==================== block 1
### Port wiring, block 1

Bar = 200 µm.
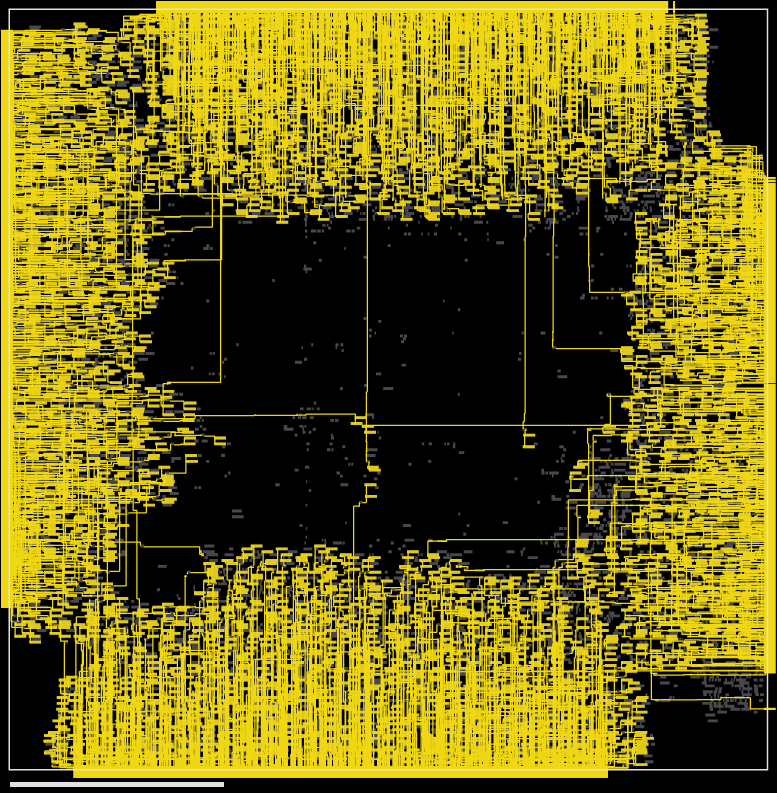

### src/rtl/fire_pkg.sv
// Shared types and default geometry for the fire9 squeeze -> expand activation path.
package fire_pkg;

  localparam int FIRE9_WOUT   = 8;
  localparam int FIRE9_DSP_NO = 112;
  localparam int FIRE9_WIDTH  = 16;

  typedef logic [FIRE9_WIDTH-1:0] word_t;

  typedef enum logic [1:0] {
    IDLE  = 2'd0,
    DRAIN = 2'd1,
    DONE  = 2'd2
  } writer_state_t;

endpackage

### src/rtl/fire_ofm_pingpong.sv
// Two-slot ping-pong store for squeeze output pixel vectors, with accept/overflow control
// and a word-indexed read port on the slot currently being drained.
module fire_ofm_pingpong #(
  parameter int DSP_NO = 112,
  parameter int WIDTH  = 16,
  parameter int CH_W   = $clog2(DSP_NO)
) (
  input  logic             clk,
  input  logic             rst,
  input  logic             sample_i,
  input  logic [WIDTH-1:0] ofm_i [0:DSP_NO-1],
  input  logic             block_i,
  input  logic             drain_done_i,
  input  logic [CH_W-1:0]  rd_idx_i,
  output logic [WIDTH-1:0] rd_data_o,
  output logic             accept_o,
  output logic [1:0]       occ_o,
  output logic             overflow_o
);

  logic [WIDTH-1:0] mem_q [0:1][0:DSP_NO-1];
  logic [WIDTH-1:0] mem_d [0:1][0:DSP_NO-1];
  logic             wr_slot_q, wr_slot_d;
  logic             rd_slot_q, rd_slot_d;
  logic [1:0]       occ_q, occ_d;
  logic             overflow_q, overflow_d;
  logic             offered_s;
  logic             accept_s;

  // A full pair may still take a sample when the draining slot frees up this very cycle.
  always_comb begin
    offered_s  = sample_i & ~block_i;
    accept_s   = offered_s & ((occ_q != 2'd2) | drain_done_i);
    mem_d      = mem_q;
    wr_slot_d  = wr_slot_q;
    rd_slot_d  = rd_slot_q;
    occ_d      = occ_q;
    overflow_d = overflow_q;
    if (accept_s) begin
      for (int c = 0; c < DSP_NO; c++) begin
        mem_d[wr_slot_q][c] = ofm_i[c];
      end
      wr_slot_d = ~wr_slot_q;
    end else begin
      wr_slot_d = wr_slot_q;
    end
    if (drain_done_i) begin
      rd_slot_d = ~rd_slot_q;
    end else begin
      rd_slot_d = rd_slot_q;
    end
    case ({accept_s, drain_done_i})
      2'b10:   occ_d = occ_q + 2'd1;
      2'b01:   occ_d = occ_q - 2'd1;
      default: occ_d = occ_q;
    endcase
    if (offered_s & ~accept_s) begin
      overflow_d = 1'b1;
    end else begin
      overflow_d = overflow_q;
    end
  end

  // Pixel data store; contents are qualified by occ, so no reset is needed.
  always_ff @(posedge clk) begin
    mem_q <= mem_d;
  end

  // Slot pointers, occupancy and sticky overflow flag.
  always_ff @(posedge clk or posedge rst) begin
    if (rst) begin
      wr_slot_q  <= 1'b0;
      rd_slot_q  <= 1'b0;
      occ_q      <= 2'd0;
      overflow_q <= 1'b0;
    end else begin
      wr_slot_q  <= wr_slot_d;
      rd_slot_q  <= rd_slot_d;
      occ_q      <= occ_d;
      overflow_q <= overflow_d;
    end
  end

  assign rd_data_o  = mem_q[rd_slot_q][rd_idx_i];
  assign accept_o   = accept_s;
  assign occ_o      = occ_q;
  assign overflow_o = overflow_q;

endmodule

### src/rtl/fire9_squeeze_ofm_writer.sv
// fire9 squeeze OFM writer: serializes buffered pixel vectors into activation RAM writes.
// Optional running checksum output enabled by FIRE9_WRITER_CHECKSUM_EN.
module fire9_squeeze_ofm_writer
  import fire_pkg::*;
#(
  parameter int WOUT   = FIRE9_WOUT,
  parameter int DSP_NO = FIRE9_DSP_NO,
  parameter int WIDTH  = FIRE9_WIDTH,
  parameter int ADDR_W = $clog2(WOUT*WOUT*DSP_NO)
) (
  input  logic              clk,
  input  logic              rst,
  input  logic              sample_i,
  input  logic [WIDTH-1:0]  ofm_i [0:DSP_NO-1],
  output logic              ram_we_o,
  output logic [ADDR_W-1:0] ram_addr_o,
  output logic [WIDTH-1:0]  ram_data_o,
  output logic              ram_feedback_o,
  output logic              busy_o,
  output logic              overflow_o
`ifdef FIRE9_WRITER_CHECKSUM_EN
  ,
  output logic [WIDTH-1:0]  checksum_o
`endif
);

  localparam int CH_W  = $clog2(DSP_NO);
  localparam int PIX_W = $clog2(WOUT*WOUT+1);
  localparam logic [CH_W-1:0]   LAST_CH    = CH_W'(DSP_NO-1);
  localparam logic [PIX_W-1:0]  LAST_PIX   = PIX_W'(WOUT*WOUT-1);
  localparam logic [ADDR_W-1:0] PIX_STRIDE = ADDR_W'(DSP_NO);

  writer_state_t     state_q, state_d;
  logic [CH_W-1:0]   ch_cnt_q, ch_cnt_d;
  logic [PIX_W-1:0]  pix_cnt_q, pix_cnt_d;
  logic [ADDR_W-1:0] base_q, base_d;
  logic              ram_we_q, ram_we_d;
  logic [ADDR_W-1:0] ram_addr_q, ram_addr_d;
  logic [WIDTH-1:0]  ram_data_q, ram_data_d;
  logic              feedback_q, feedback_d;
  logic              fb_sent_q, fb_sent_d;
  logic              busy_q, busy_d;
  logic              active_s, last_s, final_s, block_s, accept_s;
  logic [1:0]        occ_s;
  logic [WIDTH-1:0]  rd_data_s;
`ifdef FIRE9_WRITER_CHECKSUM_EN
  logic [WIDTH-1:0]  checksum_q, checksum_d;
`endif

  fire_ofm_pingpong #(
    .DSP_NO (DSP_NO),
    .WIDTH  (WIDTH),
    .CH_W   (CH_W)
  ) u_pingpong (
    .clk          (clk),
    .rst          (rst),
    .sample_i     (sample_i),
    .ofm_i        (ofm_i),
    .block_i      (block_s),
    .drain_done_i (last_s),
    .rd_idx_i     (ch_cnt_q),
    .rd_data_o    (rd_data_s),
    .accept_o     (accept_s),
    .occ_o        (occ_s),
    .overflow_o   (overflow_o)
  );

  // Issue one word per cycle while a slot is held; the final pixel also closes the input.
  always_comb begin
    active_s   = (state_q != DONE) & (occ_s != 2'd0);
    last_s     = active_s & (ch_cnt_q == LAST_CH);
    final_s    = last_s & (pix_cnt_q == LAST_PIX);
    block_s    = (state_q == DONE) | final_s;
    state_d    = state_q;
    ch_cnt_d   = ch_cnt_q;
    pix_cnt_d  = pix_cnt_q;
    base_d     = base_q;
    ram_addr_d = ram_addr_q;
    ram_data_d = ram_data_q;
    ram_we_d   = active_s;
    busy_d     = (occ_s != 2'd0);
    feedback_d = (state_q == DONE) & ~fb_sent_q;
    fb_sent_d  = fb_sent_q | (state_q == DONE);
    case (state_q)
      DONE: state_d = DONE;
      IDLE, DRAIN: begin
        if (final_s) begin
          state_d = DONE;
        end else if (last_s) begin
          state_d = ((occ_s == 2'd2) | accept_s) ? DRAIN : IDLE;
        end else if (active_s) begin
          state_d = DRAIN;
        end else begin
          state_d = IDLE;
        end
      end
      default: state_d = IDLE;
    endcase
    if (active_s) begin
      ram_addr_d = base_q + ADDR_W'(ch_cnt_q);
      ram_data_d = rd_data_s;
      ch_cnt_d   = last_s ? {CH_W{1'b0}} : ch_cnt_q + CH_W'(1);
    end else begin
      ch_cnt_d   = ch_cnt_q;
    end
    if (last_s) begin
      pix_cnt_d = pix_cnt_q + PIX_W'(1);
      base_d    = base_q + PIX_STRIDE;
    end else begin
      pix_cnt_d = pix_cnt_q;
      base_d    = base_q;
    end
  end

`ifdef FIRE9_WRITER_CHECKSUM_EN
  // Sum of words already presented to the RAM; stops moving once the map is complete.
  always_comb begin
    if (ram_we_q) begin
      checksum_d = checksum_q + ram_data_q;
    end else begin
      checksum_d = checksum_q;
    end
  end
`endif

  // Writer FSM, counters and registered RAM-side outputs.
  always_ff @(posedge clk or posedge rst) begin
    if (rst) begin
      state_q    <= IDLE;
      ch_cnt_q   <= {CH_W{1'b0}};
      pix_cnt_q  <= {PIX_W{1'b0}};
      base_q     <= {ADDR_W{1'b0}};
      ram_we_q   <= 1'b0;
      ram_addr_q <= {ADDR_W{1'b0}};
      ram_data_q <= {WIDTH{1'b0}};
      feedback_q <= 1'b0;
      fb_sent_q  <= 1'b0;
      busy_q     <= 1'b0;
`ifdef FIRE9_WRITER_CHECKSUM_EN
      checksum_q <= {WIDTH{1'b0}};
`endif
    end else begin
      state_q    <= state_d;
      ch_cnt_q   <= ch_cnt_d;
      pix_cnt_q  <= pix_cnt_d;
      base_q     <= base_d;
      ram_we_q   <= ram_we_d;
      ram_addr_q <= ram_addr_d;
      ram_data_q <= ram_data_d;
      feedback_q <= feedback_d;
      fb_sent_q  <= fb_sent_d;
      busy_q     <= busy_d;
`ifdef FIRE9_WRITER_CHECKSUM_EN
      checksum_q <= checksum_d;
`endif
    end
  end

  assign ram_we_o       = ram_we_q;
  assign ram_addr_o     = ram_addr_q;
  assign ram_data_o     = ram_data_q;
  assign ram_feedback_o = feedback_q;
  assign busy_o         = busy_q;
`ifdef FIRE9_WRITER_CHECKSUM_EN
  assign checksum_o     = checksum_q;
`endif

endmodule

### config.mk
export PLATFORM = sky130hd
export DESIGN_NAME = fire9_squeeze_ofm_writer
export DESIGN_NICKNAME = d
export VERILOG_FILES = /design/src/rtl/fire_pkg.sv /design/src/rtl/fire_ofm_pingpong.sv /design/src/rtl/fire9_squeeze_ofm_writer.sv
export SDC_FILE = /design/constraint.sdc
export NUM_CORES = 2
export LEC_CHECK = 0
export CELL_PAD_IN_SITES_DETAIL_PLACEMENT = 1
export CELL_PAD_IN_SITES_GLOBAL_PLACEMENT = 1
export CORE_AREA = 2 2 704 706
export CTS_BUF_LIST = sky130_fd_sc_hd__clkbuf_4 sky130_fd_sc_hd__clkbuf_8 sky130_fd_sc_hd__clkbuf_16
export DETAILED_ROUTE_END_ITERATION = 12
export DIE_AREA = 0 0 706 708
export HOLD_SLACK_MARGIN = 0.1
export PLACE_DENSITY = 0.54
export SYNTH_ARGS = -nofsm -noshare
export SYNTH_HDL_FRONTEND = slang
export SYNTH_SLANG_ARGS = --single-unit
### constraint.sdc
create_clock -name clk -period 82.9 [get_ports clk]
set_input_delay 16.58 -clock clk [delete_from_list [all_inputs] [get_ports clk]]
set_output_delay 16.58 -clock clk [all_outputs]
set_load 0.02 [all_outputs]
==================== block 2
`config.mk`:
```
export PLATFORM = sky130hd
export DESIGN_NAME = regbank_arbiter
export DESIGN_NICKNAME = d
export VERILOG_FILES = /design/src/rtl/regbank_arbiter.sv
export SDC_FILE = /design/constraint.sdc
export NUM_CORES = 1
export LEC_CHECK = 0
export CAP_MARGIN = 20
export CORE_MARGIN = 2
export CORE_UTILIZATION = 42
export DETAILED_ROUTE_END_ITERATION = 8
export GPL_ROUTABILITY_DRIVEN = 0
export HOLD_SLACK_MARGIN = 0.1
export PLACE_DENSITY = 0.9
export SYNTH_ARGS = -nofsm -noshare
export SYNTH_HDL_FRONTEND = slang
export SYNTH_SLANG_ARGS = --single-unit
```
`constraint.sdc`:
```
create_clock -name clock_i -period 1.9 [get_ports clock_i]
set_input_delay 0.285 -clock clock_i [delete_from_list [all_inputs] [get_ports clock_i]]
set_output_delay 0.285 -clock clock_i [all_outputs]
set_load 0.02 [all_outputs]
```
`src/rtl/regbank_arbiter.sv`:
```
// Two-client arbiter in front of the register bank: client 0 has fixed priority,
// a starvation counter forces a client-1 win after MAX_WAIT back-to-back losses.
module regbank_arbiter #(
   parameter int DATA_WIDTH = 32,
   parameter int ADDR_WIDTH = 5,
   parameter int MAX_WAIT   = 4
) (
   input  logic                  clock_i,
   input  logic                  reset_ni,
   input  logic                  req0_i,
   input  logic                  req1_i,
   input  logic                  we0_i,
   input  logic                  we1_i,
   input  logic [ADDR_WIDTH-1:0] addr_a0_i,
   input  logic [ADDR_WIDTH-1:0] addr_a1_i,
   input  logic [ADDR_WIDTH-1:0] addr_b0_i,
   input  logic [ADDR_WIDTH-1:0] addr_b1_i,
   input  logic [DATA_WIDTH-1:0] wdata0_i,
   input  logic [DATA_WIDTH-1:0] wdata1_i,
   output logic                  gnt0_o,
   output logic                  gnt1_o,
   output logic                  done0_o,
   output logic                  done1_o,
   output logic [DATA_WIDTH-1:0] rdata_a0_o,
   output logic [DATA_WIDTH-1:0] rdata_a1_o,
   output logic [DATA_WIDTH-1:0] rdata_b0_o,
   output logic [DATA_WIDTH-1:0] rdata_b1_o,
   output logic                  busy_o,
   output logic [ADDR_WIDTH-1:0] rb_address_o,
   output logic [ADDR_WIDTH-1:0] rb_addressB_o,
   output logic                  rb_enable_write_o,
   output logic                  rb_enable_read_o,
   output logic [DATA_WIDTH-1:0] rb_in_data_o,
   output logic [DATA_WIDTH-1:0] rb_in_dataB_o,
   input  logic [DATA_WIDTH-1:0] rb_out_data_i,
   input  logic [DATA_WIDTH-1:0] rb_out_dataB_i,
   output logic [1:0]            state_o
);

   typedef enum logic [1:0] {IDLE, ACCESS, CAPTURE, RESP} state_e;

   localparam logic [3:0] MAX_W = 4'(MAX_WAIT);

   state_e                state_q, state_d;
   logic [3:0]            starve_q, starve_d;
   logic                  win_q, win_d;
   logic                  we_q, we_d;
   logic                  gnt0_q, gnt0_d, gnt1_q, gnt1_d;
   logic                  done0_q, done0_d, done1_q, done1_d;
   logic                  busy_q, busy_d;
   logic                  en_wr_q, en_wr_d, en_rd_q, en_rd_d;
   logic [ADDR_WIDTH-1:0] addr_a_q, addr_a_d, addr_b_q, addr_b_d;
   logic [DATA_WIDTH-1:0] wdata_q, wdata_d;
   logic [DATA_WIDTH-1:0] rda0_q, rda0_d, rdb0_q, rdb0_d;
   logic [DATA_WIDTH-1:0] rda1_q, rda1_d, rdb1_q, rdb1_d;
   logic                  pick1;
   logic                  sel_we;
   logic [ADDR_WIDTH-1:0] sel_addr_a;

   always_ff @(posedge clock_i or negedge reset_ni) begin
      if (!reset_ni) begin
         state_q  <= IDLE;
         starve_q <= '0;
         win_q    <= 1'b0;
         we_q     <= 1'b0;
         gnt0_q   <= 1'b0;
         gnt1_q   <= 1'b0;
         done0_q  <= 1'b0;
         done1_q  <= 1'b0;
         busy_q   <= 1'b0;
         en_wr_q  <= 1'b0;
         en_rd_q  <= 1'b0;
         addr_a_q <= '0;
         addr_b_q <= '0;
         wdata_q  <= '0;
         rda0_q   <= '0;
         rdb0_q   <= '0;
         rda1_q   <= '0;
         rdb1_q   <= '0;
      end else begin
         state_q  <= state_d;
         starve_q <= starve_d;
         win_q    <= win_d;
         we_q     <= we_d;
         gnt0_q   <= gnt0_d;
         gnt1_q   <= gnt1_d;
         done0_q  <= done0_d;
         done1_q  <= done1_d;
         busy_q   <= busy_d;
         en_wr_q  <= en_wr_d;
         en_rd_q  <= en_rd_d;
         addr_a_q <= addr_a_d;
         addr_b_q <= addr_b_d;
         wdata_q  <= wdata_d;
         rda0_q   <= rda0_d;
         rdb0_q   <= rdb0_d;
         rda1_q   <= rda1_d;
         rdb1_q   <= rdb1_d;
      end
   end

   assign pick1      = req1_i && (!req0_i || (starve_q == MAX_W));
   assign sel_we     = pick1 ? we1_i : we0_i;
   assign sel_addr_a = pick1 ? addr_a1_i : addr_a0_i;

   always_comb begin
      state_d  = state_q;
      starve_d = starve_q;
      win_d    = win_q;
      we_d     = we_q;
      gnt0_d   = 1'b0;
      gnt1_d   = 1'b0;
      done0_d  = 1'b0;
      done1_d  = 1'b0;
      en_wr_d  = 1'b0;
      en_rd_d  = 1'b0;
      addr_a_d = addr_a_q;
      addr_b_d = addr_b_q;
      wdata_d  = wdata_q;
      rda0_d   = rda0_q;
      rdb0_d   = rdb0_q;
      rda1_d   = rda1_q;
      rdb1_d   = rdb1_q;
      case (state_q)
         IDLE: begin
            if (req0_i || req1_i) begin
               win_d    = pick1;
               we_d     = sel_we;
               addr_a_d = sel_addr_a;
               addr_b_d = pick1 ? addr_b1_i : addr_b0_i;
               wdata_d  = pick1 ? wdata1_i : wdata0_i;
               gnt0_d   = !pick1;
               gnt1_d   = pick1;
               en_rd_d  = !sel_we;
               // r0 is hardwired zero: a write to it never reaches the bank
               en_wr_d  = sel_we && (sel_addr_a != '0);
               if (req0_i && req1_i && !pick1)
                  starve_d = (starve_q == MAX_W) ? starve_q : starve_q + 4'd1;
               else
                  starve_d = '0;
               state_d  = ACCESS;
            end
         end
         ACCESS: state_d = CAPTURE;
         CAPTURE: begin
            if (!we_q) begin
               if (win_q) begin
                  rda1_d = rb_out_data_i;
                  rdb1_d = rb_out_dataB_i;
               end else begin
                  rda0_d = rb_out_data_i;
                  rdb0_d = rb_out_dataB_i;
               end
            end
            done0_d = !win_q;
            done1_d = win_q;
            state_d = RESP;
         end
         RESP: state_d = IDLE;
         default: state_d = IDLE;
      endcase
      busy_d = (state_d != IDLE);
   end

   assign gnt0_o            = gnt0_q;
   assign gnt1_o            = gnt1_q;
   assign done0_o           = done0_q;
   assign done1_o           = done1_q;
   assign rdata_a0_o        = rda0_q;
   assign rdata_b0_o        = rdb0_q;
   assign rdata_a1_o        = rda1_q;
   assign rdata_b1_o        = rdb1_q;
   assign busy_o            = busy_q;
   assign rb_address_o      = addr_a_q;
   assign rb_addressB_o     = addr_b_q;
   assign rb_enable_write_o = en_wr_q;
   assign rb_enable_read_o  = en_rd_q;
   assign rb_in_data_o      = wdata_q;
   assign rb_in_dataB_o     = '0;
   assign state_o           = state_q;

endmodule

```

==> gallery <==
Clock routing.
(a)
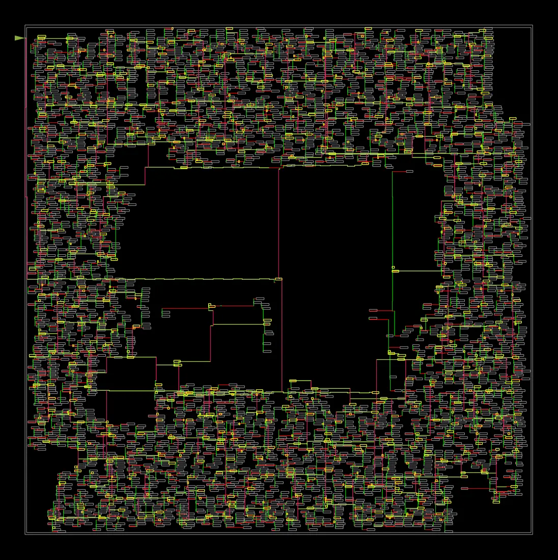
(b)
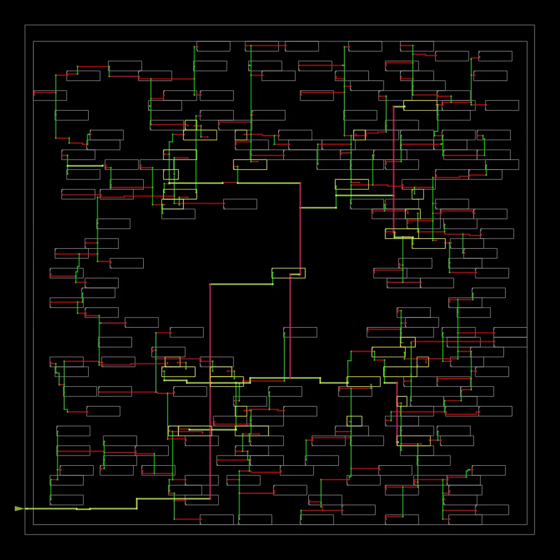
Block 1 is (a).
Block 2 is (b).
The one with the most sequential cells is (a).
The one with the most clock buffers is (a).

### Sequential cells coloured by netlist name, block 1

Bar = 200 µm.
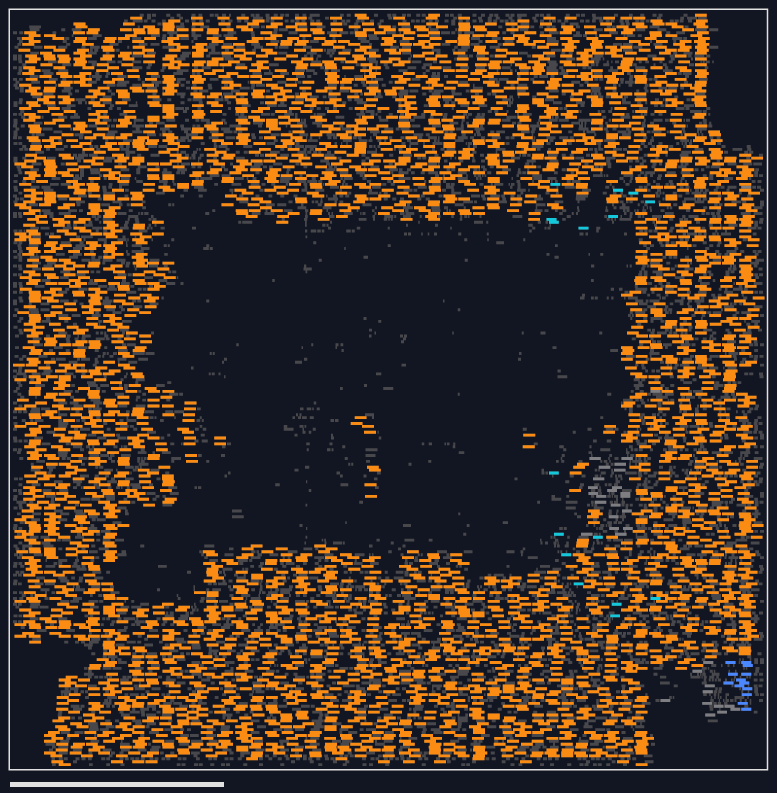
[orange] u_pingpong.mem_q | placed flops: 3584 | where: all over the die
[blue] ram_addr_o | placed flops: 13 | where: south-east
[cyan] ram_data_o | placed flops: 16
not coloured: 34

Notes on 'Port wiring' of block 1 above:
[yellow] ofm_i | bits: 1792 | direction: input | end cells: 3584 | buffers: 1792 | wire: 204 mm

==> Flow_metrics.wiki, block 1 <==
== Metrics ==
{| class="wikitable"
! Metric !! Value
|-
| Yosys warning count || 0
|-
| Most numerous cell types in the synthesized netlist || edfxtp_1, mux4_2, mux2i_1, a21oi_1, nand2_1
|-
| Number of failing setup endpoints in the final timing report || 0
|-
| Fraction of power consumed by sequential logic || 0.418
|-
| Data-path buffer share of cell area in the final layout || 0.1111
|-
| Die height || between 700 and 800 µm
|-
| CP startpoint kind || primary input
|-
| Count of fill cells added during filler insertion || 47.88k
|-
| Post-synthesis instance area || ~0.14 mm²
|-
| GR Util met2 || 0.4028
|-
| YS chip area || 0.1396 mm²
|-
| Data required time of the worst path || 83540 ps
|-
| Logic gate fraction of the total cell area || 0.1597
|-
| Clock Skew || between 60 and 70 ps
|-
| Final cell count without fillers || 15.31k
|-
| Comb pwr || approximately 1900 µW
|-
| Internal power || 4124 µW
|-
| Biggest cell delay along the critical path || 960 ps
|-
| Met3 capacity usage during global routing || 0.06778
|-
| Post-synth ARST share || 0.01727
|-
| DRC marker count from the first detailed-route iteration || 7444
|-
| Post-DP HPWL || 444000 µm
|-
| Number of warnings in the stage logs || 45
|-
| Root buf cell || clkbuf_16
|-
| Run status || finished clean
|-
| Vias per Instance || 4.965
|-
| Crit path kind || primary input to register
|-
| Cell count after placement || 14.36k
|-
| Wire length of the first global-routing pass || 761600 µm
|-
| Number of clock-tree buffers in the layout || 500
|-
| Setup repair after global routing missed its margin || false
|-
| Width of the die || 706 µm
|-
| Layout buffer count excluding clock buffers || 2030
|-
| Leak || 0.05654 µW
|-
| Total of hold buffers inserted after clock tree synthesis || 0
|-
| Remaining Overflow, GRT || 0
|-
| Post-place instance area || 0.1662 mm²
|-
| Worst-case vdd ir drop || 0.00002100 V
|-
| Total number of sequential cells || 3647
|-
| CP Data Arrival Time || between 20000 and 25000 ps
|-
| Mean routed wirelength per cell || 38.60 µm
|}
==> block 1: sequential cells by signal, indices dropped and copies added, names as in the netlist, 2 cells and up <==
signal,flops
u_pingpong.occ_o,2
ch_cnt_q,7
u_pingpong.mem_q,3584
base_q,9
ram_data_o,16
state_q,2
ram_addr_o,13
pix_cnt_q,7
==> block 1: cell families after synthesis <==
family,count (synthesis),synth area share
mux,1175,0.1595
fa+ha+maj,8,0.0007706
compound gates,588,0.02867
simple gates,370,0.01289
buf+inv,358,0.01427
xor+xnor,29,0.001819
flops,3647,0.7821
==> block 1: path summary, 6_finish.rpt <==
kind | startpoint | to | slack [ps] | cells after the start
worst max-delay path | sample_i | u_pingpong.mem_q[945] | 58740 | 12
min in group asynchronous | rst | ram_we_o | 15990 | 2
worst max register to register | ch_cnt_q[2] | u_pingpong.mem_q[945] | 72850 | 13
worst min register to register | fb_sent_q | ram_feedback_o | 460 | 1
worst min-delay path | fb_sent_q | ram_feedback_o | 460 | 1
max in group asynchronous | rst | u_pingpong.rd_slot_q | 65700 | 3
### Signal wires by layer, block 2

Two of the layers only.
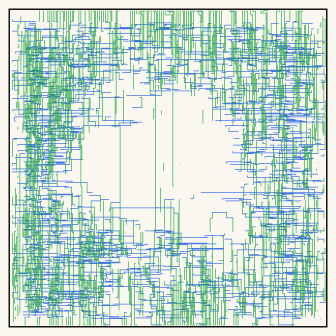
[blue] met1 | wire length: 8640 µm
[green] met2 | wire length: 11800 µm

==> Flow_metrics.wiki, block 2 <==
== Metrics ==
{| class="wikitable"
! Metric !! Value
|-
| Area of the chip || 0.01974 mm²
|-
| Cell count in the Yosys report || 611
|-
| Final cell count without fillers || 1182
|-
| Remaining Overflow, GRT || 0
|-
| Number of detailed-route iterations in the first pass || 4
|-
| Share of layout cells above drive strength 1 || 0.1322
|-
| End of the worst hold path || starve_q[3]
|-
| Setup ws final || a little over 100 ps
|-
| Design area || 0.01196 mm²
|-
| Worst min-delay path class || primary input to register
|-
| Main power-consuming group || combinational logic
|-
| Yosys warning count || 0
|-
| I/O Pins || 365
|-
| Register-to-register setup slack || 100 ps
|-
| Clk pwr share || 0.166
|-
| YS chip area || slightly below 0.008 mm²
|-
| Total of flip-flops plus latches after synthesis || 185
|-
| Number of remaining DRC errors || 0
|-
| Total power draw || 20850 µW
|-
| Most popular library cell in the synthesized design by count || dfrtp_1
|-
| Met2 routed WL || ~12000 µm
|-
| Worst hold start || req0_i
|-
| Max Freq || roughly 0.56 GHz
|-
| Root buf cell || clkbuf_16
|-
| Leak || about 0.005 µW
|-
| Run status || finished clean
|-
| Max layer used || met4
|-
| Post-synth ARST share || 1.000
|-
| Worst Hold Path Cells || 4
|-
| Switching Share || 0.3837
|-
| Post-DP HPWL || about 17000 µm
|-
| Total number of vias || around 6.2k
|-
| Proportion of power drawn by combinational gates || 0.501
|-
| Via count of the first global-routing pass || 6522
|-
| Number of warnings in the stage logs || 29
|-
| Post-layout min period || 1797 ps
|-
| R2r startpoint || state_o[0]
|-
| Number of failing setup endpoints in the final timing report || 0
|}
## block 2: layout make-up
cell class / instances / area [µm²]
repair buffers: 354 / 3615
multi-input cells: 374 / 2818
fillers: 1314 / 6187
clock inverters: 15 / 156.4
clock buffers: 17 / 425.4
well taps: 229 / 286.5
flip-flops and latches: 185 / 4629
inverters: 8 / 30.03
## block 2: worst max-delay path, delay by kind of cell (launching register included)
kind,cells,cell delay [ps]
AND-OR/OR-AND,1,230
adder cells (fa/ha/maj),1,240
buffers and inverters,3,630
flip-flops,1,380
AND/OR/NAND/NOR,1,210
## block 2: logic make-up (layout without fill, tap and decap cells)
kind of cell,Yosys count,count (layout),synth area share
flops,185,185,0.5915
simple gates,150,150,0.09225
mux,129,129,0.1855
buf+inv,83,394,0.06779
compound gates,58,58,0.05452
fa+ha+maj,5,5,0.007994
other cells,1,32,0.0004792
## block 2: metal layers
layer  vias up  GRT usage
met5         -          0
met1      3036     0.2789
met4         0    0.09474
met3        44    0.06564
li1       2763          -
met2       333     0.4115


==> layout pictures side by side <==
Zoomed window.
panel A
Region (156, 511) to (196, 551) µm. Cells in grey, sequential cells in the stronger grey; small squares are vias.
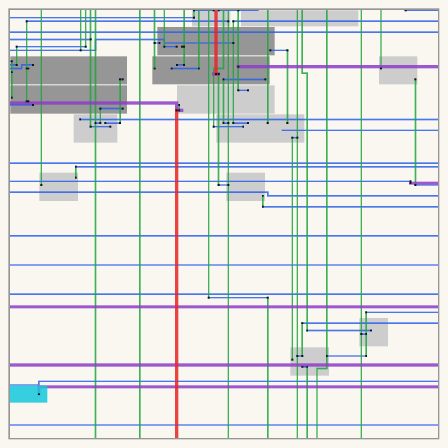
panel B
Region (15, 85) to (55, 125) µm. Cells in grey, sequential cells in the stronger grey; small squares are vias.
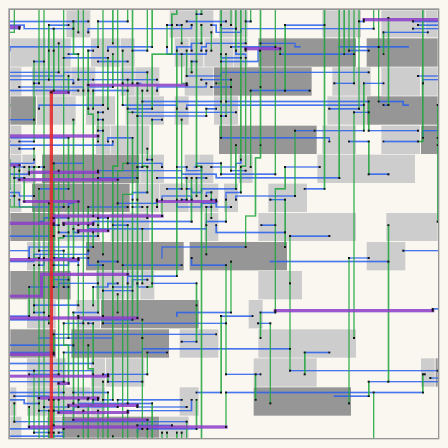
Panel B comes from block 2.
Panel A comes from block 1.

Power figures rest on the tool's default switching activity, not on a simulated workload.
